=== uart_cmd_ctrl ===
### src/rtl/uart_cmd_pkg.sv
// uart_cmd_pkg: shared definitions for the UART command frame decoder.
//  - state_t   : FSM state encoding for uart_cmd_ctrl
//  - frame constants : header byte and command opcodes
//  - ERR_*     : err_code values reported when a frame is dropped
package uart_cmd_pkg;

    typedef enum logic [2:0] {
        S_IDLE,
        S_CMD,
        S_ADDR,
        S_LEN,
        S_PAYLOAD,
        S_CHK,
        S_ISSUE,
        S_DRAIN
    } state_t;

    localparam logic [7:0] HDR_BYTE  = 8'h55;
    localparam logic [7:0] CMD_WRITE = 8'h01;
    localparam logic [7:0] CMD_READ  = 8'h02;

    localparam logic [2:0] ERR_PARITY   = 3'd1;
    localparam logic [2:0] ERR_BAD_CMD  = 3'd2;
    localparam logic [2:0] ERR_BAD_LEN  = 3'd3;
    localparam logic [2:0] ERR_CHECKSUM = 3'd4;
    localparam logic [2:0] ERR_TIMEOUT  = 3'd5;
    localparam logic [2:0] ERR_OVERRUN  = 3'd6;

    // States in which frame bytes are being collected (timeout armed).
    function automatic logic in_frame(input state_t s);
        return (s == S_CMD) || (s == S_ADDR) || (s == S_LEN) ||
               (s == S_PAYLOAD) || (s == S_CHK);
    endfunction

endpackage

### src/rtl/uart_cmd_buf.sv
// uart_cmd_buf: DEPTH x 8 payload register file.
//  clk, rst : clock, synchronous active-high reset (clears the read register only)
//  we/waddr/wdata : write port
//  raddr/rdata    : read port, rdata is registered (one cycle after raddr)
module uart_cmd_buf #(
    parameter int DEPTH = 16,
    parameter int AW    = (DEPTH > 1) ? $clog2(DEPTH) : 1
) (
    input  logic          clk,
    input  logic          rst,
    input  logic          we,
    input  logic [AW-1:0] waddr,
    input  logic [7:0]    wdata,
    input  logic [AW-1:0] raddr,
    output logic [7:0]    rdata
);

    logic [7:0] mem [DEPTH];

    always_ff @(posedge clk) begin
        if (we) mem[waddr] <= wdata;
    end

    always_ff @(posedge clk) begin
        if (rst) rdata <= 8'h00;
        else     rdata <= mem[raddr];
    end

endmodule

### src/rtl/uart_cmd_ctrl.sv
// uart_cmd_ctrl: assembles uart_rx bytes into command frames
//  (55, CMD, A2, A1, A0, LEN, payload[write only], CHK), validates them,
//  then issues one command and streams the write payload.
//  clk, rst                         : clock, synchronous active-high reset
//  rx_data/rx_valid/rx_parity_err   : byte stream from uart_rx
//  cmd_valid/cmd_ready/cmd_wr/cmd_addr/cmd_len : command handshake + fields
//  wr_data/wr_valid/wr_ready        : payload stream handshake
//  err_valid/err_code               : dropped-frame pulse and sticky code
//  busy                             : high whenever not IDLE
module uart_cmd_ctrl
    import uart_cmd_pkg::*;
#(
    parameter int CLK_FREQ      = 100000000,
    parameter int UART_RATE     = 1000000,
    parameter int MAX_LEN       = 16,
    parameter int TIMEOUT_BYTES = 4
) (
    input  logic        clk,
    input  logic        rst,
    input  logic [7:0]  rx_data,
    input  logic        rx_valid,
    input  logic        rx_parity_err,
    output logic        cmd_valid,
    input  logic        cmd_ready,
    output logic        cmd_wr,
    output logic [23:0] cmd_addr,
    output logic [7:0]  cmd_len,
    output logic [7:0]  wr_data,
    output logic        wr_valid,
    input  logic        wr_ready,
    output logic        err_valid,
    output logic [2:0]  err_code,
    output logic        busy
);

    localparam int TO_CYCLES = (CLK_FREQ / UART_RATE) * 11 * TIMEOUT_BYTES;
    localparam int TW        = (TO_CYCLES > 2) ? $clog2(TO_CYCLES) : 1;
    localparam logic [TW-1:0] TO_RELOAD = TW'(TO_CYCLES - 1);
    localparam int AW        = (MAX_LEN > 1) ? $clog2(MAX_LEN) : 1;
    localparam logic [7:0] MAX_LEN_B = 8'(MAX_LEN);

    state_t        state, state_n;
    logic [7:0]    chk;
    logic [7:0]    idx;
    logic [1:0]    byte_cnt;
    logic [TW-1:0] to_cnt;
    logic          err_n;
    logic [2:0]    code_n;
    logic          frame_active;
    logic          timed_out;
    logic          buf_we;
    logic [7:0]    rd_idx;

    assign frame_active = in_frame(state);
    // A byte arriving on the expiry cycle wins over the timeout.
    assign timed_out    = frame_active && (to_cnt == '0) && !rx_valid;

    always_ff @(posedge clk) begin
        if (rst) state <= S_IDLE;
        else     state <= state_n;
    end

    always_comb begin
        state_n = state;
        err_n   = 1'b0;
        code_n  = err_code;
        if (frame_active && rx_valid && rx_parity_err) begin
            err_n = 1'b1; code_n = ERR_PARITY; state_n = S_IDLE;
        end else if (timed_out) begin
            err_n = 1'b1; code_n = ERR_TIMEOUT; state_n = S_IDLE;
        end else begin
            case (state)
                S_IDLE: if (rx_valid && rx_data == HDR_BYTE) begin
                    if (rx_parity_err) begin
                        err_n = 1'b1; code_n = ERR_PARITY;
                    end else begin
                        state_n = S_CMD;
                    end
                end
                S_CMD: if (rx_valid) begin
                    if (rx_data == CMD_WRITE || rx_data == CMD_READ) state_n = S_ADDR;
                    else begin
                        err_n = 1'b1; code_n = ERR_BAD_CMD; state_n = S_IDLE;
                    end
                end
                S_ADDR: if (rx_valid && byte_cnt == 2'd2) state_n = S_LEN;
                S_LEN: if (rx_valid) begin
                    if (rx_data == 8'd0 || rx_data > MAX_LEN_B) begin
                        err_n = 1'b1; code_n = ERR_BAD_LEN; state_n = S_IDLE;
                    end else begin
                        state_n = cmd_wr ? S_PAYLOAD : S_CHK;
                    end
                end
                S_PAYLOAD: if (rx_valid && idx == cmd_len - 8'd1) state_n = S_CHK;
                S_CHK: if (rx_valid) begin
                    if (rx_data == chk) state_n = S_ISSUE;
                    else begin
                        err_n = 1'b1; code_n = ERR_CHECKSUM; state_n = S_IDLE;
                    end
                end
                S_ISSUE: if (cmd_ready) state_n = cmd_wr ? S_DRAIN : S_IDLE;
                S_DRAIN: if (wr_ready && idx == cmd_len - 8'd1) state_n = S_IDLE;
                default: state_n = S_IDLE;
            endcase
            // Overrun is reported but the command in flight keeps going.
            if ((state == S_ISSUE || state == S_DRAIN) && rx_valid) begin
                err_n = 1'b1; code_n = ERR_OVERRUN;
            end
        end
    end

    always_ff @(posedge clk) begin
        if (rst) begin
            err_valid <= 1'b0;
            err_code  <= 3'd0;
            to_cnt    <= '0;
            chk       <= 8'h00;
            idx       <= 8'h00;
            byte_cnt  <= 2'd0;
            cmd_wr    <= 1'b0;
            cmd_addr  <= 24'h0;
            cmd_len   <= 8'h00;
        end else begin
            err_valid <= err_n;
            if (err_n) err_code <= code_n;

            if (rx_valid)                           to_cnt <= TO_RELOAD;
            else if (frame_active && to_cnt != '0)  to_cnt <= to_cnt - 1'b1;

            case (state)
                S_IDLE: begin
                    chk      <= 8'h00;
                    byte_cnt <= 2'd0;
                end
                S_CMD: if (rx_valid) begin
                    chk    <= rx_data;
                    cmd_wr <= (rx_data == CMD_WRITE);
                end
                S_ADDR: if (rx_valid) begin
                    chk      <= chk ^ rx_data;
                    cmd_addr <= {cmd_addr[15:0], rx_data};
                    byte_cnt <= byte_cnt + 2'd1;
                end
                S_LEN: if (rx_valid) begin
                    chk     <= chk ^ rx_data;
                    cmd_len <= rx_data;
                    idx     <= 8'h00;
                end
                S_PAYLOAD: if (rx_valid) begin
                    chk <= chk ^ rx_data;
                    idx <= idx + 8'd1;
                end
                S_ISSUE: idx <= 8'h00;
                S_DRAIN: if (wr_ready) idx <= idx + 8'd1;
                default: ;
            endcase
        end
    end

    // Read one entry ahead on a handshake so wr_data tracks idx with no bubble.
    assign buf_we = (state == S_PAYLOAD) && rx_valid;
    assign rd_idx = (state == S_DRAIN) ? idx + {7'd0, wr_ready} : 8'h00;

    uart_cmd_buf #(.DEPTH(MAX_LEN), .AW(AW)) u_buf (
        .clk   (clk),
        .rst   (rst),
        .we    (buf_we),
        .waddr (idx[AW-1:0]),
        .wdata (rx_data),
        .raddr (rd_idx[AW-1:0]),
        .rdata (wr_data)
    );

    assign cmd_valid = (state == S_ISSUE);
    assign wr_valid  = (state == S_DRAIN);
    assign busy      = (state != S_IDLE);

endmodule

### config.mk
export PLATFORM = sky130hd
export DESIGN_NAME = uart_cmd_ctrl
export DESIGN_NICKNAME = d
export VERILOG_FILES = /design/src/rtl/uart_cmd_pkg.sv /design/src/rtl/uart_cmd_buf.sv /design/src/rtl/uart_cmd_ctrl.sv
export SDC_FILE = /design/constraint.sdc
export NUM_CORES = 1
export LEC_CHECK = 0
export CAP_MARGIN = 20
export CORE_AREA = 2 2 217 112
export CTS_CLUSTER_DIAMETER = 40
export DETAILED_ROUTE_END_ITERATION = 6
export DIE_AREA = 0 0 219 114
export PLACE_DENSITY = 0.68
export SLEW_MARGIN = 15
export SYNTH_ARGS = -nofsm -noshare
export SYNTH_HDL_FRONTEND = slang
export SYNTH_SLANG_ARGS = --single-unit
export TNS_END_PERCENT = 100
### constraint.sdc
create_clock -name clk -period 8.5 [get_ports clk]
set_input_delay 1.7 -clock clk [delete_from_list [all_inputs] [get_ports clk]]
set_output_delay 1.7 -clock clk [all_outputs]
set_load 0.01 [all_outputs]
==> impl_metrics.tcl <==
# flow metrics
set metrics [dict create \
    status "completed" \
    synth_cell_types 61 \
    worstSetupPathType "input pin to flop" \
    wl_met3_mm 3.19 \
    pg_comb_uw 66.2 \
    cts_buffer_depth 3 \
    antenna_found_initial 0 \
    post-route-drc-count 0 \
    post-route-util 0.453 \
    synth_flops 207 \
    grt_usage 0.198 \
    die_area_sq_mm 0.0250 \
    edf_count 128 \
    cts-root-buf "clkbuf_16" \
    cts_tree "yes" \
    combPwrFrac 0.033 \
    worstHoldStart "cmd_addr[16]" \
    mux_share 0.0719 \
    holdBufCountCts 0 \
    final_max_slew_viol_count 0 \
]
-- worst max path at each step --
stage                 endpoint      from  slack (ns)  cells after the start
2_1_floorplan   u_buf.rdata[0]  wr_ready        4.60                      8
3_3_place_gp   u_buf.mem[1][6]  rx_valid        3.47                      5
3_5_place_dp   u_buf.mem[3][3]  rx_valid        3.26                      5
4_1_cts        u_buf.mem[1][5]  rx_valid        3.75                      5
5_1_grt        u_buf.mem[0][7]  rx_valid        3.70                      5
6_report       u_buf.mem[0][4]  rx_valid        3.85                      5
-- worst max-delay path, stage by stage --
cell,delay (ns)
clkdlybuf4s50_1,0.89
clkinv_1,0.48
nor3_1,0.60
nand2_1,0.23
nor3_1,0.88
-- cell type report --
| class | instances | area, sq um |
|---|---|---|
| Fill cell | 2146 | 12700 |
| Sequential cell | 207 | 5430 |
| Multi-Input combinational cell | 529 | 3360 |
| Timing Repair Buffer | 74 | 701 |
| Clock buffer | 25 | 528 |
| Tap cell | 315 | 394 |
| Inverter | 24 | 90.1 |
| Clock inverter | 9 | 81.3 |
-- layer usage --
layer	GRT usage	up-vias
met5	0	-
met4	0.0234	0
met3	0.0704	24
met2	0.245	363
met1	0.327	3162
li1	-	3018
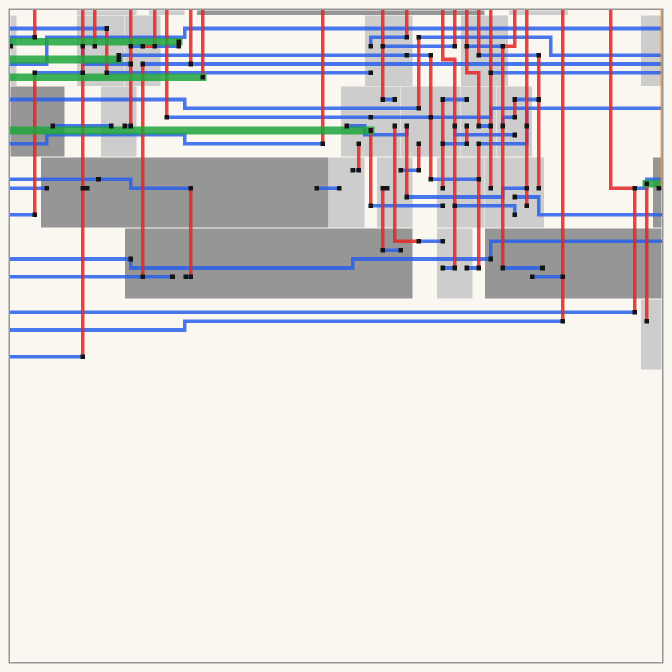
Fig. 1. A small window of the routed layout (uart_cmd_ctrl).
Region (152, 16) to (177, 41) um. Cells in gray, sequential cells in the stronger gray; small squares are vias.
[metal 2] red
[metal 1] blue
[metal 3] green
[metal 4] orange
cells with their middle in the window: 17
netlist names of flops here include: `u_buf.mem` (3)
most frequent: nor2_1 (4)
sequential cells in the window: 3

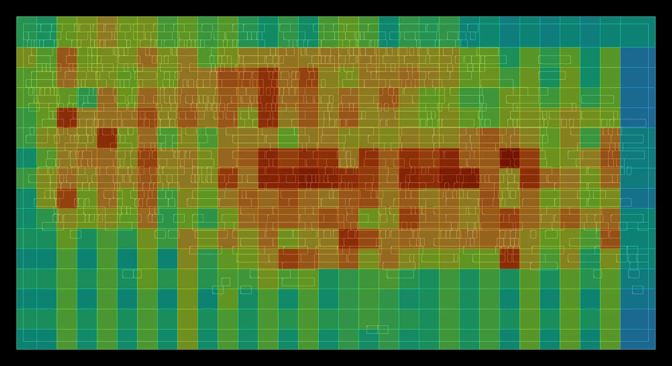
Fig. 2. Routing congestion map (uart_cmd_ctrl).
Avg WL per Cell: 20.9 um
Top Usage Layer GRT: met1


=== fixed_mul_pipe ===
Fig. 3: fixed_mul_pipe, the metal 4 layer
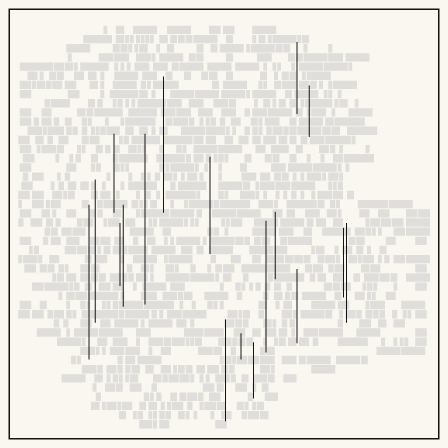
<file path="src/rtl/fixed_mul_pkg.sv">
// fixed_mul_pkg
//   Shared definitions for the pipelined fixed-point multiplier:
//   mode encodings, per-stage control payloads and saturation limits.
package fixed_mul_pkg;

    localparam logic MODE_EXACT  = 1'b0;
    localparam logic MODE_APPROX = 1'b1;

    // Control captured with the operands in S1. The sign is already forced
    // to 0 when either operand is zero.
    typedef struct packed {
        logic mode;
        logic rnd;
        logic sign;
        logic zero;
    } s1_ctl_t;

    // Control still needed by S3 after the product is formed.
    typedef struct packed {
        logic rnd;
        logic sign;
    } s2_ctl_t;

    // Largest magnitude representable as a positive w-bit result.
    function automatic longint unsigned sat_pos_lim(input int unsigned w);
        return (64'd1 << (w - 1)) - 64'd1;
    endfunction

    // Largest magnitude representable as a negative w-bit result.
    function automatic longint unsigned sat_neg_lim(input int unsigned w);
        return 64'd1 << (w - 1);
    endfunction

endpackage

</file>
<file path="src/rtl/fixed_mul_lod.sv">
// fixed_mul_lod
//   Priority leading-one detector.
//   i_val  : unsigned magnitude
//   o_pos  : bit index of the most significant one (0 when i_val is 0)
//   o_frac : bits below the leading one, left-aligned into WIDTH-1 bits
module fixed_mul_lod #(
    parameter  int WIDTH = 8,
    localparam int PW    = $clog2(WIDTH)
) (
    input  logic [WIDTH-1:0] i_val,
    output logic [PW-1:0]    o_pos,
    output logic [WIDTH-2:0] o_frac
);

    logic [PW-1:0] w_shamt;

    // Ascending scan: the last set bit seen is the highest one.
    always_comb begin
        o_pos = '0;
        for (int i = 0; i < WIDTH; i++) begin
            if (i_val[i]) o_pos = PW'(i);
        end
    end

    // Shifting the leading one up to bit WIDTH-1 and dropping it leaves the
    // remaining bits MSB-aligned in the lower WIDTH-1 positions.
    assign w_shamt = PW'(WIDTH - 1) - o_pos;
    assign o_frac  = (WIDTH-1)'(i_val << w_shamt);

endmodule

</file>
<file path="src/rtl/fixed_mul_pipe.sv">
// fixed_mul_pipe
//   Three-stage signed fixed-point multiplier, exact or Mitchell-log
//   approximate product, with rounding and saturation.
//   clk, rst            : clock, synchronous active-high reset
//   in_valid/in_ready   : operand handshake
//   in_a, in_b          : signed Q operands (DEC_POINT_POS fraction bits)
//   in_mode             : 0 exact, 1 approximate
//   in_round            : 0 truncate, 1 round half up on magnitude
//   in_mask             : fraction mask for approximate mode
//   out_valid/out_ready : result handshake
//   out_r, out_ovf      : signed Q result, saturation flag
//   out_valid rises on the third rising edge counting the accepting one.
module fixed_mul_pipe import fixed_mul_pkg::*; #(
    parameter int WIDTH         = 8,
    parameter int DEC_POINT_POS = 4
) (
    input  logic             clk,
    input  logic             rst,
    input  logic             in_valid,
    output logic             in_ready,
    input  logic [WIDTH-1:0] in_a,
    input  logic [WIDTH-1:0] in_b,
    input  logic             in_mode,
    input  logic             in_round,
    input  logic [WIDTH-2:0] in_mask,
    output logic             out_valid,
    input  logic             out_ready,
    output logic [WIDTH-1:0] out_r,
    output logic             out_ovf
);

    localparam int PW     = $clog2(WIDTH);
    localparam int STAGES = 3;
    localparam int PRW    = 2 * WIDTH;

    localparam logic [PRW:0] LIM_POS  = (PRW+1)'(sat_pos_lim(WIDTH));
    localparam logic [PRW:0] LIM_NEG  = (PRW+1)'(sat_neg_lim(WIDTH));
    localparam logic [PRW:0] RND_HALF = (PRW+1)'(1) << (DEC_POINT_POS - 1);

    typedef struct packed {
        logic [WIDTH-1:0] mag_a;
        logic [WIDTH-1:0] mag_b;
        logic [PW-1:0]    ka;
        logic [PW-1:0]    kb;
        logic [WIDTH-2:0] fa;
        logic [WIDTH-2:0] fb;
        s1_ctl_t          ctl;
    } s1_t;

    typedef struct packed {
        logic [PRW-1:0] prod;
        s2_ctl_t        ctl;
    } s2_t;

    logic              w_en;
    logic              w_accept;
    logic [STAGES:1]   r_vld_pipe;
    s1_t               r_s1, w_s1;
    s2_t               r_s2, w_s2;
    logic [WIDTH-1:0]  r_out_r, w_res;
    logic              r_out_ovf, w_ovf;

    logic [WIDTH-1:0]  w_mag_a, w_mag_b;
    logic [PW-1:0]     w_pos_a, w_pos_b;
    logic [WIDTH-2:0]  w_frac_a, w_frac_b;

    logic [PW:0]       w_ksum, w_shamt;
    logic [WIDTH-1:0]  w_fsum, w_base;
    logic [3*WIDTH-1:0] w_wide;

    logic [PRW:0]      w_sum, w_mag;

    // One global enable: the whole pipe moves unless a result is parked.
    assign w_en      = ~r_vld_pipe[STAGES] | out_ready;
    assign in_ready  = w_en & ~rst;
    assign w_accept  = in_valid & in_ready;
    assign out_valid = r_vld_pipe[STAGES];
    assign out_r     = r_out_r;
    assign out_ovf   = r_out_ovf;

    // ---------------- S1: magnitude, leading one, fraction ----------------
    // Unsigned negation of the most negative value yields 2^(WIDTH-1).
    assign w_mag_a = in_a[WIDTH-1] ? -in_a : in_a;
    assign w_mag_b = in_b[WIDTH-1] ? -in_b : in_b;

    fixed_mul_lod #(.WIDTH(WIDTH)) u_lod_a (
        .i_val  (w_mag_a),
        .o_pos  (w_pos_a),
        .o_frac (w_frac_a)
    );

    fixed_mul_lod #(.WIDTH(WIDTH)) u_lod_b (
        .i_val  (w_mag_b),
        .o_pos  (w_pos_b),
        .o_frac (w_frac_b)
    );

    always_comb begin
        w_s1          = '0;
        w_s1.mag_a    = w_mag_a;
        w_s1.mag_b    = w_mag_b;
        w_s1.ka       = w_pos_a;
        w_s1.kb       = w_pos_b;
        w_s1.fa       = w_frac_a & in_mask;
        w_s1.fb       = w_frac_b & in_mask;
        w_s1.ctl.mode = in_mode;
        w_s1.ctl.rnd  = in_round;
        w_s1.ctl.zero = (w_mag_a == '0) | (w_mag_b == '0);
        w_s1.ctl.sign = (in_a[WIDTH-1] ^ in_b[WIDTH-1]) & ~w_s1.ctl.zero;
    end

    // ---------------- S2: exact multiply or log-domain add ----------------
    always_comb begin
        w_s2          = '0;
        w_s2.ctl.rnd  = r_s1.ctl.rnd;
        w_s2.ctl.sign = r_s1.ctl.sign;

        w_ksum = {1'b0, r_s1.ka} + {1'b0, r_s1.kb};
        w_fsum = {1'b0, r_s1.fa} + {1'b0, r_s1.fb};
        // Fraction sum below 1: mantissa is 1+xa+xb. Otherwise the carry
        // becomes the implicit one and the exponent grows by one.
        if (w_fsum[WIDTH-1]) begin
            w_base  = w_fsum;
            w_shamt = w_ksum + 1'b1;
        end else begin
            w_base  = {1'b1, w_fsum[WIDTH-2:0]};
            w_shamt = w_ksum;
        end
        w_wide = {{PRW{1'b0}}, w_base} << w_shamt;

        if (r_s1.ctl.zero) begin
            w_s2.prod = '0;
        end else if (r_s1.ctl.mode == MODE_APPROX) begin
            // Drop the WIDTH-1 fraction bits of the log mantissa.
            w_s2.prod = PRW'(w_wide >> (WIDTH - 1));
        end else begin
            w_s2.prod = PRW'(r_s1.mag_a) * PRW'(r_s1.mag_b);
        end
    end

    // ---------------- S3: round, scale, saturate, sign ----------------
    always_comb begin
        w_sum = {1'b0, r_s2.prod} + (r_s2.ctl.rnd ? RND_HALF : '0);
        w_mag = w_sum >> DEC_POINT_POS;
        w_ovf = 1'b0;
        if (!r_s2.ctl.sign && (w_mag > LIM_POS)) begin
            w_res = {1'b0, {(WIDTH-1){1'b1}}};
            w_ovf = 1'b1;
        end else if (r_s2.ctl.sign && (w_mag > LIM_NEG)) begin
            w_res = {1'b1, {(WIDTH-1){1'b0}}};
            w_ovf = 1'b1;
        end else if (r_s2.ctl.sign) begin
            w_res = -w_mag[WIDTH-1:0];
        end else begin
            w_res = w_mag[WIDTH-1:0];
        end
    end

    // ---------------- Stage registers ----------------
    always_ff @(posedge clk) begin
        if (rst) begin
            r_vld_pipe <= '0;
            r_s1       <= '0;
            r_s2       <= '0;
            r_out_r    <= '0;
            r_out_ovf  <= 1'b0;
        end else if (w_en) begin
            r_vld_pipe <= {r_vld_pipe[STAGES-1:1], w_accept};
            r_s1       <= w_s1;
            r_s2       <= w_s2;
            // Holes leave a zero result behind rather than stale data.
            r_out_r    <= r_vld_pipe[STAGES-1] ? w_res : '0;
            r_out_ovf  <= r_vld_pipe[STAGES-1] & w_ovf;
        end
    end

endmodule

</file>
<file path="config.mk">
export PLATFORM = sky130hd
export DESIGN_NAME = fixed_mul_pipe
export DESIGN_NICKNAME = d
export VERILOG_FILES = /design/src/rtl/fixed_mul_pkg.sv /design/src/rtl/fixed_mul_lod.sv /design/src/rtl/fixed_mul_pipe.sv
export SDC_FILE = /design/constraint.sdc
export NUM_CORES = 1
export LEC_CHECK = 0
export CORE_MARGIN = 2
export CORE_UTILIZATION = 45
export DETAILED_ROUTE_END_ITERATION = 7
export GPL_TIMING_DRIVEN = 0
export MAX_ROUTING_LAYER = met4
export PLACE_DENSITY = 0.68
export SLEW_MARGIN = 20
export SYNTH_ARGS = -nofsm -noshare
export SYNTH_HDL_FRONTEND = slang
export SYNTH_SLANG_ARGS = --single-unit
</file>
<file path="constraint.sdc">
create_clock -name clk -period 4.7 [get_ports clk]
set_clock_uncertainty 0.1 [all_clocks]
set_input_delay 0.94 -clock clk [delete_from_list [all_inputs] [get_ports clk]]
set_output_delay 0.94 -clock clk [all_outputs]
set_load 0.02 [all_outputs]
</file>
==> impl_metrics.tcl <==
# flow metrics
set metrics [dict create \
    die_w_um 127 \
    worstPathArrival_ns 4.68 \
    simple_gate_share 0.240 \
    fin_hold_ws_ns 0.333 \
    drt_pass1_iterations 5 \
    clk_latency_ns 0.34 \
    ys_sh_aoi 0.214 \
    top_cells_by_count "nand2_1 (87), nor2_1 (71), inv_1 (69)" \
    place_area_sq_mm 0.00736 \
    maxClockFrequency_mhz 220 \
    critPathBufInv 3 \
    die_area_sq_mm 0.0161 \
    status "completed" \
    dr.first_iter.drc_count 384 \
    finalHoldViolCount 0 \
    ys_chip_area_sq_mm 0.00680 \
    cts_setup_buffers 0 \
    antenna_found_initial 0 \
    worstHoldStart "out_r[3]" \
    holdBufCountCts 0 \
    antennaDiodeCount 0 \
]
Notes on Fig. 3 above:
wire length on this layer: 498 um
longest straight run: 50.3 um
main direction: vertical
nets with wire on the layer: 15
share of all routed wire: 2.7%
DRT Wirelength: 18.4 mm
DR vias: 6320

## layer usage
layer,vias up,GRT usage,wire (um)
met5,-,-,0
met4,0,0.0814,497
met3,40,0.0434,913
met2,191,0.382,8620
met1,2988,0.303,8330
li1,3101,-,-
## stage by stage
| stage | cells | setup slack [ns] | utilization |
|---|---|---|---|
| after floorplan | 847 | 0.118 | - |
| after global placement | 1064 | -0.304 | 0.503 |
| after detailed placement | 1064 | -0.324 | 0.503 |
| after CTS | 1079 | 0.0143 | 0.527 |
| after global routing | 1090 | -0.0116 | 0.538 |
| final | 1090 | 0.148 | 0.538 |
## power by group
| part | switching [uW] | internal (uW) |
|---|---|---|
| sequential | 54.2 | 609 |
| clock | 256 | 425 |
| combinational | 434 | 302 |
## tightest hold or removal path, stage by stage (launching register included)
cell and delay [ns]:
dfxtp_1 0.30, nand2_1 0.05, nand2_1 0.04
## area by class of cell
type	count	area [sq um]	area share
multi-input cells	680	5160	0.654
flip-flops and latches	67	1390	0.176
repair buffers	44	408	0.0517
clock inverters	6	63.8	0.00809
inverters	71	267	0.0338
well taps	184	230	0.0292
plain buffers	28	130	0.0165
clock buffers	10	239	0.0303

=== rr_mux_arbiter ===
Fig. 4: rr_mux_arbiter, supply network
Scale bar: 10 um. Pins as bars on the die edge. Tap cells in gray.
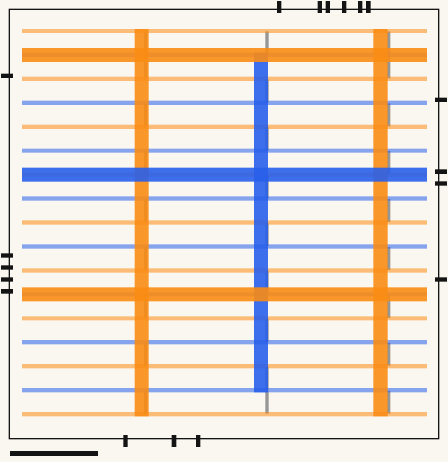
Fig. 5: rr_mux_arbiter, routing congestion map
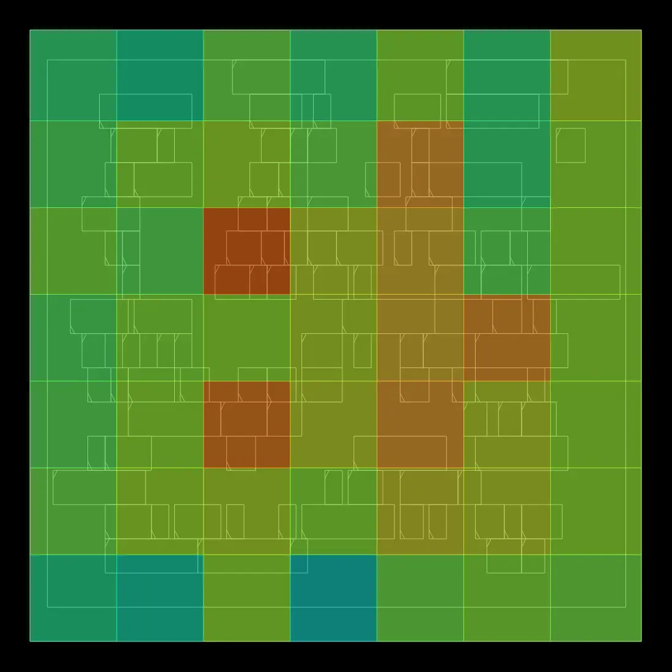
$ cat config.mk
export PLATFORM = sky130hd
export DESIGN_NAME = rr_mux_arbiter
export DESIGN_NICKNAME = d
export VERILOG_FILES = /design/src/rtl/rr_mux_arbiter.sv
export SDC_FILE = /design/constraint.sdc
export NUM_CORES = 1
export LEC_CHECK = 0
export CORE_UTILIZATION = 40
export CTS_CLUSTER_DIAMETER = 40
export DETAILED_ROUTE_END_ITERATION = 12
export DONT_BUFFER_PORTS = 1
export GPL_TIMING_DRIVEN = 0
export MAX_ROUTING_LAYER = met4
export PLACE_DENSITY = 0.54
export SYNTH_ARGS = -nofsm -noshare
export SYNTH_HDL_FRONTEND = slang
export SYNTH_SLANG_ARGS = --single-unit
$ cat constraint.sdc
create_clock -name clk -period 6.1 [get_ports clk]
set_clock_uncertainty 0.05 [all_clocks]
set_input_delay 1.83 -clock clk [delete_from_list [all_inputs] [get_ports clk]]
set_output_delay 1.83 -clock clk [all_outputs]
set_load 0.01 [all_outputs]
$ cat src/rtl/rr_mux_arbiter.sv
// Round-robin arbiter driving the select of a 4:1 single-bit mux.
// Ownership is bounded by MAX_HOLD cycles whenever another requester is waiting.
module rr_mux_arbiter #(
    parameter int MAX_HOLD = 8,
    parameter int CNT_W    = 4
) (
    input  logic       clk,
    input  logic       rst_n,
    input  logic [3:0] req,
    input  logic [3:0] I,
    output logic [1:0] S,
    output logic [3:0] gnt,
    output logic       busy,
    output logic       Y
);

    typedef enum logic {
        ST_IDLE  = 1'b0,
        ST_GRANT = 1'b1
    } state_t;

    localparam logic [CNT_W-1:0] HOLD_LAST = CNT_W'(MAX_HOLD - 1);

    state_t           state, state_nxt;
    logic [1:0]       s_nxt;
    logic [3:0]       gnt_nxt;
    logic             busy_nxt;
    logic [CNT_W-1:0] hold_cnt, hold_cnt_nxt;
    logic [1:0]       ptr, ptr_nxt;
    logic [1:0]       winner;
    logic             any_req;
    logic             contention;

    // First set request at or after the pointer, wrapping mod 4.
    function automatic logic [1:0] pick(input logic [3:0] r, input logic [1:0] p);
        logic [1:0] idx;
        logic       found;
        pick  = p;
        found = 1'b0;
        for (int k = 0; k < 4; k++) begin
            idx = p + 2'(k);
            if (!found && r[idx]) begin
                pick  = idx;
                found = 1'b1;
            end
        end
    endfunction

    // While granted, ptr == owner+1, so the owner sits last in the search
    // order and only wins if nobody else requests.
    assign winner     = pick(req, ptr);
    assign any_req    = |req;
    assign contention = |(req & ~gnt);

    always_comb begin
        state_nxt    = state;
        s_nxt        = S;
        gnt_nxt      = gnt;
        busy_nxt     = busy;
        hold_cnt_nxt = hold_cnt;
        ptr_nxt      = ptr;

        unique case (state)
            ST_IDLE: begin
                if (any_req) begin
                    state_nxt    = ST_GRANT;
                    s_nxt        = winner;
                    gnt_nxt      = 4'b0001 << winner;
                    busy_nxt     = 1'b1;
                    hold_cnt_nxt = '0;
                    ptr_nxt      = winner + 2'd1;
                end
            end
            ST_GRANT: begin
                if (!req[S]) begin
                    if (any_req) begin
                        s_nxt        = winner;
                        gnt_nxt      = 4'b0001 << winner;
                        busy_nxt     = 1'b1;
                        hold_cnt_nxt = '0;
                        ptr_nxt      = winner + 2'd1;
                    end else begin
                        state_nxt    = ST_IDLE;
                        gnt_nxt      = 4'b0000;
                        busy_nxt     = 1'b0;
                        hold_cnt_nxt = '0;
                    end
                end else if (hold_cnt == HOLD_LAST) begin
                    hold_cnt_nxt = '0;
                    if (contention) begin
                        s_nxt   = winner;
                        gnt_nxt = 4'b0001 << winner;
                        ptr_nxt = winner + 2'd1;
                    end
                end else begin
                    hold_cnt_nxt = hold_cnt + 1'b1;
                end
            end
            default: state_nxt = ST_IDLE;
        endcase
    end

    always_ff @(posedge clk) begin
        if (!rst_n) begin
            state    <= ST_IDLE;
            S        <= 2'b00;
            gnt      <= 4'b0000;
            busy     <= 1'b0;
            hold_cnt <= '0;
            ptr      <= 2'd0;
        end else begin
            state    <= state_nxt;
            S        <= s_nxt;
            gnt      <= gnt_nxt;
            busy     <= busy_nxt;
            hold_cnt <= hold_cnt_nxt;
            ptr      <= ptr_nxt;
        end
    end

    // Data path is purely combinational from the registered select.
    assign Y = busy ? I[S] : 1'b0;

endmodule

==> impl_metrics.tcl <==
# flow metrics
set metrics [dict create \
    grt_pass1_wl_mm 3.06 \
    critPathRequiredTime_ns 4.22 \
    dp_hpwl_mm 1.41 \
    finalHoldViolCount 0 \
    final_max_slew_viol_count 0 \
    dr.first_iter.drc_count 12 \
    slowest_stage "mux4_1" \
    lay_top_cells "dfxtp_1 (14), nand2_1 (14), mux2i_1 (9)" \
    finalWirelength_mm 1.81 \
    ios 18 \
    setup_viol 0 \
    tightest_slew_ns 0.536 \
    cts-root-buf "clkbuf_4" \
    final-instance-count-excl-fill 131 \
    cts_tree "yes" \
    area_growth_syn_to_layout_pct 6.47 \
    power_uw 249 \
    end_kind "output port" \
    setup.worst_path.start_class "input pin" \
    rsz0062_at_grt "false" \
    vias 719 \
    path_clk_slew_ns 0.08 \
    busiest_layer "met2" \
    status "completed" \
    crit_family "multiplexers" \
    r2r-start "S[0]" \
]
Notes on Fig. 4 above:
[VSS] orange
[VDD] blue
met1 rails: 17
met4 straps: 3
signal pins: 18
tap cells: 27
met5 straps: 3
DIE HEIGHT: 48.6 um
Die Span X: 48.6 um
Peak supply drop: 0.115 mV
Core Box Area: 0.00200 sq mm

Notes on Fig. 5 above:
met1 Usage GRT: 0.228
Avg WL per Cell: 13.8 um
grt met3 use: 0.0503

-- power breakdown --
part / total [uW] / switching [uW] / internal, uW / leakage [uW]
registers: 124 / 19.0 / 105 / 0.000115
logic: 73.4 / 38.2 / 35.2 / 0.000254
clock network: 51.5 / 28.6 / 22.9 / 0.0000138
total: 249 / 85.9 / 163 / 0.000383
-- final cells by class --
type | count | area share
well taps | 27 | 0.0365
clock buffers | 3 | 0.0243
inverters | 4 | 0.0162
multi-input cells | 80 | 0.605
flip-flops and latches | 14 | 0.303
plain buffers | 3 | 0.0149
-- logic make-up after synthesis --
family	count (synthesis)
AND/OR/NAND/NOR	41
AND-OR/OR-AND	23
flip-flops	14
multiplexers	11
buffers and inverters	7
adder cells (fa/ha/maj)	5
-- registers in the layout (all words and copies together) (netlist names) --
register	flops
busy	1
gnt	4
S	2
ptr	2
hold_cnt	4
state	1
-- metal layers --
layer | vias up | share of wire
li1 | 368 | -
met1 | 332 | 0.48
met2 | 14 | 0.46
met3 | 5 | 0.047
met4 | 0 | 0.016
met5 | - | 0

=== apb_master_flat ===
Fig. 6: apb_master_flat, a small window of the routed layout
Region (42, 6) to (67, 31) um. Cells in gray, sequential cells in the stronger gray; small squares are vias.
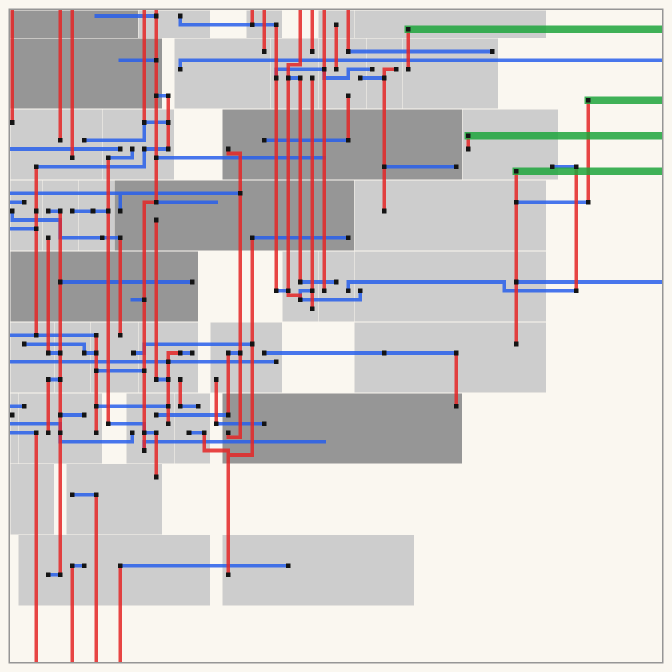
Fig. 7: apb_master_flat, supply network
Scale bar: 20 um. Pins as bars on the die edge. Tap cells in gray.
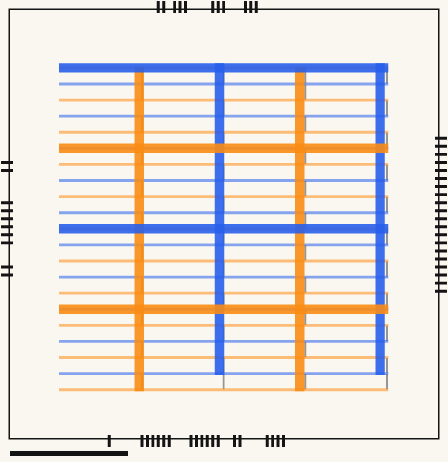
Fig. 8: apb_master_flat, routed metal, one color a layer
Only two layers are drawn.
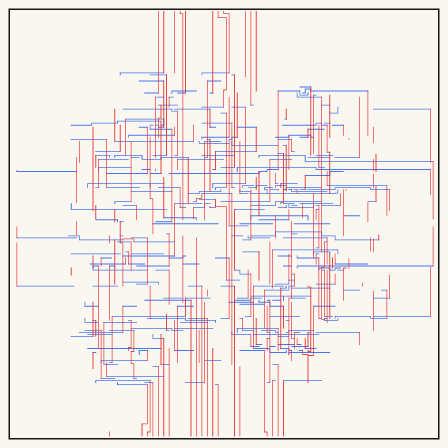
### config.mk
export PLATFORM = sky130hd
export DESIGN_NAME = apb_master_flat
export DESIGN_NICKNAME = d
export VERILOG_FILES = /design/src/rtl/apb_master_if.sv /design/src/rtl/apb_master.sv /design/src/flat_wrapper.sv
export SDC_FILE = /design/constraint.sdc
export NUM_CORES = 1
export LEC_CHECK = 0
export CAP_MARGIN = 20
export CORE_MARGIN = 8
export CORE_UTILIZATION = 40
export CTS_CLUSTER_SIZE = 24
export DETAILED_ROUTE_END_ITERATION = 12
export PLACE_DENSITY = 0.77
export SYNTH_ARGS = -nofsm -noshare
export SYNTH_HDL_FRONTEND = slang
export SYNTH_SLANG_ARGS = --single-unit
### constraint.sdc
create_clock -name pclk -period 1.9 [get_ports pclk]
set_clock_uncertainty 0.2 [all_clocks]
set_input_delay 0.285 -clock pclk [delete_from_list [all_inputs] [get_ports pclk]]
set_output_delay 0.285 -clock pclk [all_outputs]
set_load 0.1 [all_outputs]
### src/rtl/apb_master_if.sv
// apb_master_if: command/response handshake plus APB bus signals for apb_master.
// The master modport is the apb_master view; the slave modport is the view
// of whatever sits on the other side (command source and APB target).
interface apb_master_if #(
  parameter int ADDR_WIDTH = 8,
  parameter int DATA_WIDTH = 8
);
  // command / response side
  logic                  cmd_valid;
  logic                  cmd_ready;
  logic                  cmd_write;
  logic [ADDR_WIDTH-1:0] cmd_addr;
  logic [DATA_WIDTH-1:0] cmd_wdata;
  logic                  rsp_valid;
  logic [DATA_WIDTH-1:0] rsp_rdata;
  logic                  rsp_err;

  // APB side
  logic                  psel;
  logic                  penable;
  logic                  pwrite;
  logic [ADDR_WIDTH-1:0] paddr;
  logic [DATA_WIDTH-1:0] pwdata;
  logic [DATA_WIDTH-1:0] prdata;
  logic                  pready;
  logic                  pslverr;

  modport master (
    input  cmd_valid, cmd_write, cmd_addr, cmd_wdata,
    output cmd_ready, rsp_valid, rsp_rdata, rsp_err,
    output psel, penable, pwrite, paddr, pwdata,
    input  prdata, pready, pslverr
  );

  modport slave (
    output cmd_valid, cmd_write, cmd_addr, cmd_wdata,
    input  cmd_ready, rsp_valid, rsp_rdata, rsp_err,
    input  psel, penable, pwrite, paddr, pwdata,
    output prdata, pready, pslverr
  );
endinterface

### src/rtl/apb_master.sv
// apb_master: turns single command requests into APB SETUP/ACCESS transfers
// and returns a one-cycle completion pulse with read data and error status.
// Optional macro APB_MASTER_TIMEOUT_EN: when defined, a transfer stalled in
// ACCESS for TIMEOUT_CYCLES cycles is abandoned and reported as an error.
// All outputs are registered; the async reset forces them immediately.
module apb_master #(
  parameter int ADDR_WIDTH     = 8,
  parameter int DATA_WIDTH     = 8,
  parameter int TIMEOUT_CYCLES = 16
) (
  input logic          pclk,
  input logic          preset,
  apb_master_if.master bus
);

  typedef enum logic [1:0] {
    IDLE   = 2'd0,
    SETUP  = 2'd1,
    ACCESS = 2'd2
  } state_t;

  state_t                state_reg;
  logic                  cmd_ready_reg;
  logic                  psel_reg;
  logic                  penable_reg;
  logic                  pwrite_reg;
  logic [ADDR_WIDTH-1:0] paddr_reg;
  logic [DATA_WIDTH-1:0] pwdata_reg;
  logic                  rsp_valid_reg;
  logic [DATA_WIDTH-1:0] rsp_rdata_reg;
  logic                  rsp_err_reg;

  // A timeout of zero cycles is meaningless; the empty block keeps the
  // parameter referenced in builds without the timeout logic.
  if (TIMEOUT_CYCLES < 1) begin : g_timeout_range_guard
  end

`ifdef APB_MASTER_TIMEOUT_EN
  localparam int CNT_W = $clog2(TIMEOUT_CYCLES + 1);
  localparam logic [CNT_W-1:0] CNT_LAST = CNT_W'(TIMEOUT_CYCLES - 1);
  logic [CNT_W-1:0] wait_cnt_reg;

  // Count consecutive stalled ACCESS cycles; cleared when a transfer starts.
  always_ff @(posedge pclk or posedge preset) begin
    if (preset) begin
      wait_cnt_reg <= '0;
    end else if (state_reg == IDLE) begin
      wait_cnt_reg <= '0;
    end else if (state_reg == ACCESS && !bus.pready) begin
      wait_cnt_reg <= wait_cnt_reg + 1'b1;
    end
  end
`endif

  // Transfer FSM with all bus and response outputs registered.
  always_ff @(posedge pclk or posedge preset) begin
    if (preset) begin
      state_reg     <= IDLE;
      cmd_ready_reg <= 1'b1;
      psel_reg      <= 1'b0;
      penable_reg   <= 1'b0;
      pwrite_reg    <= 1'b0;
      paddr_reg     <= '0;
      pwdata_reg    <= '0;
      rsp_valid_reg <= 1'b0;
      rsp_rdata_reg <= '0;
      rsp_err_reg   <= 1'b0;
    end else begin
      rsp_valid_reg <= 1'b0;
      case (state_reg)
        IDLE: begin
          if (bus.cmd_valid) begin
            pwrite_reg    <= bus.cmd_write;
            paddr_reg     <= bus.cmd_addr;
            pwdata_reg    <= bus.cmd_wdata;
            psel_reg      <= 1'b1;
            cmd_ready_reg <= 1'b0;
            state_reg     <= SETUP;
          end
        end
        SETUP: begin
          penable_reg <= 1'b1;
          state_reg   <= ACCESS;
        end
        ACCESS: begin
          if (bus.pready) begin
            // Error responses never carry data, nor do writes.
            rsp_rdata_reg <= (!pwrite_reg && !bus.pslverr) ? bus.prdata : '0;
            rsp_err_reg   <= bus.pslverr;
            rsp_valid_reg <= 1'b1;
            psel_reg      <= 1'b0;
            penable_reg   <= 1'b0;
            cmd_ready_reg <= 1'b1;
            state_reg     <= IDLE;
          end
`ifdef APB_MASTER_TIMEOUT_EN
          else if (wait_cnt_reg == CNT_LAST) begin
            rsp_rdata_reg <= '0;
            rsp_err_reg   <= 1'b1;
            rsp_valid_reg <= 1'b1;
            psel_reg      <= 1'b0;
            penable_reg   <= 1'b0;
            cmd_ready_reg <= 1'b1;
            state_reg     <= IDLE;
          end
`endif
        end
        default: begin
          psel_reg      <= 1'b0;
          penable_reg   <= 1'b0;
          cmd_ready_reg <= 1'b1;
          state_reg     <= IDLE;
        end
      endcase
    end
  end

  assign bus.cmd_ready = cmd_ready_reg;
  assign bus.psel      = psel_reg;
  assign bus.penable   = penable_reg;
  assign bus.pwrite    = pwrite_reg;
  assign bus.paddr     = paddr_reg;
  assign bus.pwdata    = pwdata_reg;
  assign bus.rsp_valid = rsp_valid_reg;
  assign bus.rsp_rdata = rsp_rdata_reg;
  assign bus.rsp_err   = rsp_err_reg;

endmodule

### src/flat_wrapper.sv
// flat-port wrapper written by rule: the top's interface ports become plain ports
module apb_master_flat 
#(
  parameter int ADDR_WIDTH     = 8,
  parameter int DATA_WIDTH     = 8,
  parameter int TIMEOUT_CYCLES = 16
)
  (pclk, preset, bus_cmd_valid, bus_cmd_write, bus_cmd_addr, bus_cmd_wdata, bus_cmd_ready, bus_rsp_valid, bus_rsp_rdata, bus_rsp_err, bus_psel, bus_penable, bus_pwrite, bus_paddr, bus_pwdata, bus_prdata, bus_pready, bus_pslverr);
  apb_master_if #(.ADDR_WIDTH(ADDR_WIDTH), .DATA_WIDTH(DATA_WIDTH)) bus_i ();
  input logic pclk;
  input logic preset;
  input wire logic [$bits(bus_i.cmd_valid)-1:0] bus_cmd_valid;
  input wire logic [$bits(bus_i.cmd_write)-1:0] bus_cmd_write;
  input wire logic [$bits(bus_i.cmd_addr)-1:0] bus_cmd_addr;
  input wire logic [$bits(bus_i.cmd_wdata)-1:0] bus_cmd_wdata;
  output wire logic [$bits(bus_i.cmd_ready)-1:0] bus_cmd_ready;
  output wire logic [$bits(bus_i.rsp_valid)-1:0] bus_rsp_valid;
  output wire logic [$bits(bus_i.rsp_rdata)-1:0] bus_rsp_rdata;
  output wire logic [$bits(bus_i.rsp_err)-1:0] bus_rsp_err;
  output wire logic [$bits(bus_i.psel)-1:0] bus_psel;
  output wire logic [$bits(bus_i.penable)-1:0] bus_penable;
  output wire logic [$bits(bus_i.pwrite)-1:0] bus_pwrite;
  output wire logic [$bits(bus_i.paddr)-1:0] bus_paddr;
  output wire logic [$bits(bus_i.pwdata)-1:0] bus_pwdata;
  input wire logic [$bits(bus_i.prdata)-1:0] bus_prdata;
  input wire logic [$bits(bus_i.pready)-1:0] bus_pready;
  input wire logic [$bits(bus_i.pslverr)-1:0] bus_pslverr;
  assign bus_i.cmd_valid = bus_cmd_valid;
  assign bus_i.cmd_write = bus_cmd_write;
  assign bus_i.cmd_addr = bus_cmd_addr;
  assign bus_i.cmd_wdata = bus_cmd_wdata;
  assign bus_cmd_ready = bus_i.cmd_ready;
  assign bus_rsp_valid = bus_i.rsp_valid;
  assign bus_rsp_rdata = bus_i.rsp_rdata;
  assign bus_rsp_err = bus_i.rsp_err;
  assign bus_psel = bus_i.psel;
  assign bus_penable = bus_i.penable;
  assign bus_pwrite = bus_i.pwrite;
  assign bus_paddr = bus_i.paddr;
  assign bus_pwdata = bus_i.pwdata;
  assign bus_i.prdata = bus_prdata;
  assign bus_i.pready = bus_pready;
  assign bus_i.pslverr = bus_pslverr;
  apb_master #(.ADDR_WIDTH(ADDR_WIDTH), .DATA_WIDTH(DATA_WIDTH), .TIMEOUT_CYCLES(TIMEOUT_CYCLES)) u_core (.pclk(pclk), .preset(preset), .bus(bus_i));
endmodule
==> impl_metrics.tcl <==
# flow metrics
set metrics [dict create \
    ios 60 \
    async_flop_share 1.00 \
    postSynthNetCount 124 \
    path_cells "nor2b_1 -> nor2b_4 -> buf_4 -> mux2_2" \
    status "completed" \
    grt.met1_usage 0.140 \
    antenna_found_initial 0 \
    grt_pass1_wl_mm 5.24 \
    post-route-drc-count 0 \
    finalHoldViolCount 0 \
    wl_met1_mm 1.26 \
    clock_sinks 32 \
    period_minus_slack_ns 1.63 \
    crit_end "u_core.bus.pwdata[0]" \
    cts_made_buffers 5 \
    synthTopCellsByArea "dfrtp_1 (61%), mux2_4 (11%), mux2_2 (8.0%)" \
]
Notes on Fig. 6 above:
[metal 2] red
[metal 1] blue
[metal 3] green
sequential cells in the window: 5
cells with their middle in the window: 32
most frequent: buf_12 (5)

Notes on Fig. 7 above:
[VSS] orange
[VDD] blue
met4 straps: 4
tap cells: 44
rows: 20
met1 rails: 21
Core Box Area: 0.00303 sq mm
DIE HEIGHT: 72.3 um

Notes on Fig. 8 above:
[metal 1] blue | wire length: 1260 um
[metal 2] red | wire length: 1590 um
gr usage total: 0.129
Avg WL per Cell: 15.5 um
DR vias: 927

==> cell usage in the layout (no fill, tap or decap) <==
cell / instances
buf_12: 31
dfrtp_1: 31
clkdlybuf4s50_1: 29
nand2_1: 17
mux2_4: 9
o21ai_0: 9
mux2_2: 9
clkbuf_4: 5
inv_1: 4
buf_4: 4
nor2_1: 3
nor2b_1: 1
nor2b_4: 1
nand3b_1: 1
a21oi_1: 1
o22ai_1: 1
mux2i_1: 1
o21a_1: 1
o22a_1: 1
clkinv_2: 1
clkbuf_1: 1
dfstp_2: 1
==> cell families after synthesis <==
logic type | share of synthesized area
and+or+nand+nor | 0.0808
AOI/OAI and AO/OA | 0.0571
buffers and inverters | 0.0364
DFF | 0.632
muxes | 0.194
==> area by class of cell <==
class / count / area, sq um / area share
clock inverters: 1 / 5.00 / 0.00219
well taps: 44 / 55.1 / 0.0241
repair buffers: 64 / 941 / 0.413
inverters: 4 / 15.0 / 0.00658
clock buffers: 6 / 41.3 / 0.0181
flip-flops and latches: 32 / 802 / 0.352
multi-input cells: 55 / 422 / 0.185


==> notes/layouts.md <==
Pictures saved along the way, in no particular order.

Routed metal, one color a layer.
Only two layers are drawn.
Plate I
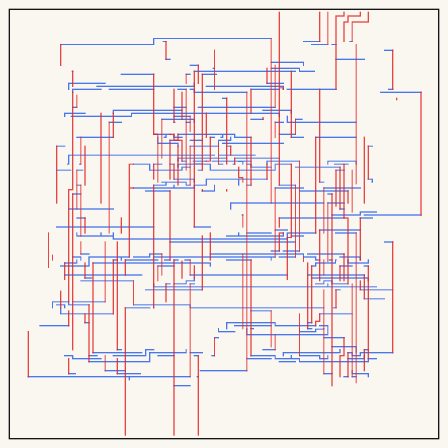
Plate II
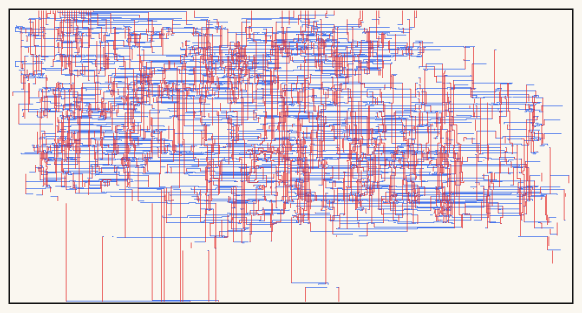
Plate III
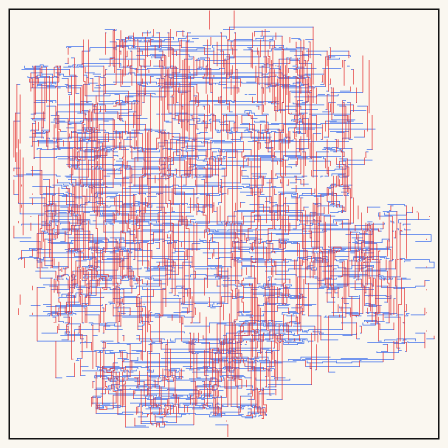
Of these, most wire: Plate II
fixed_mul_pipe: Plate III
uart_cmd_ctrl: Plate II
rr_mux_arbiter: Plate I

Key to Plate I:
[metal 2] red | wire length: 833 um
[metal 1] blue | wire length: 859 um

No activity file was given, so power comes from the tool's default toggle rates.
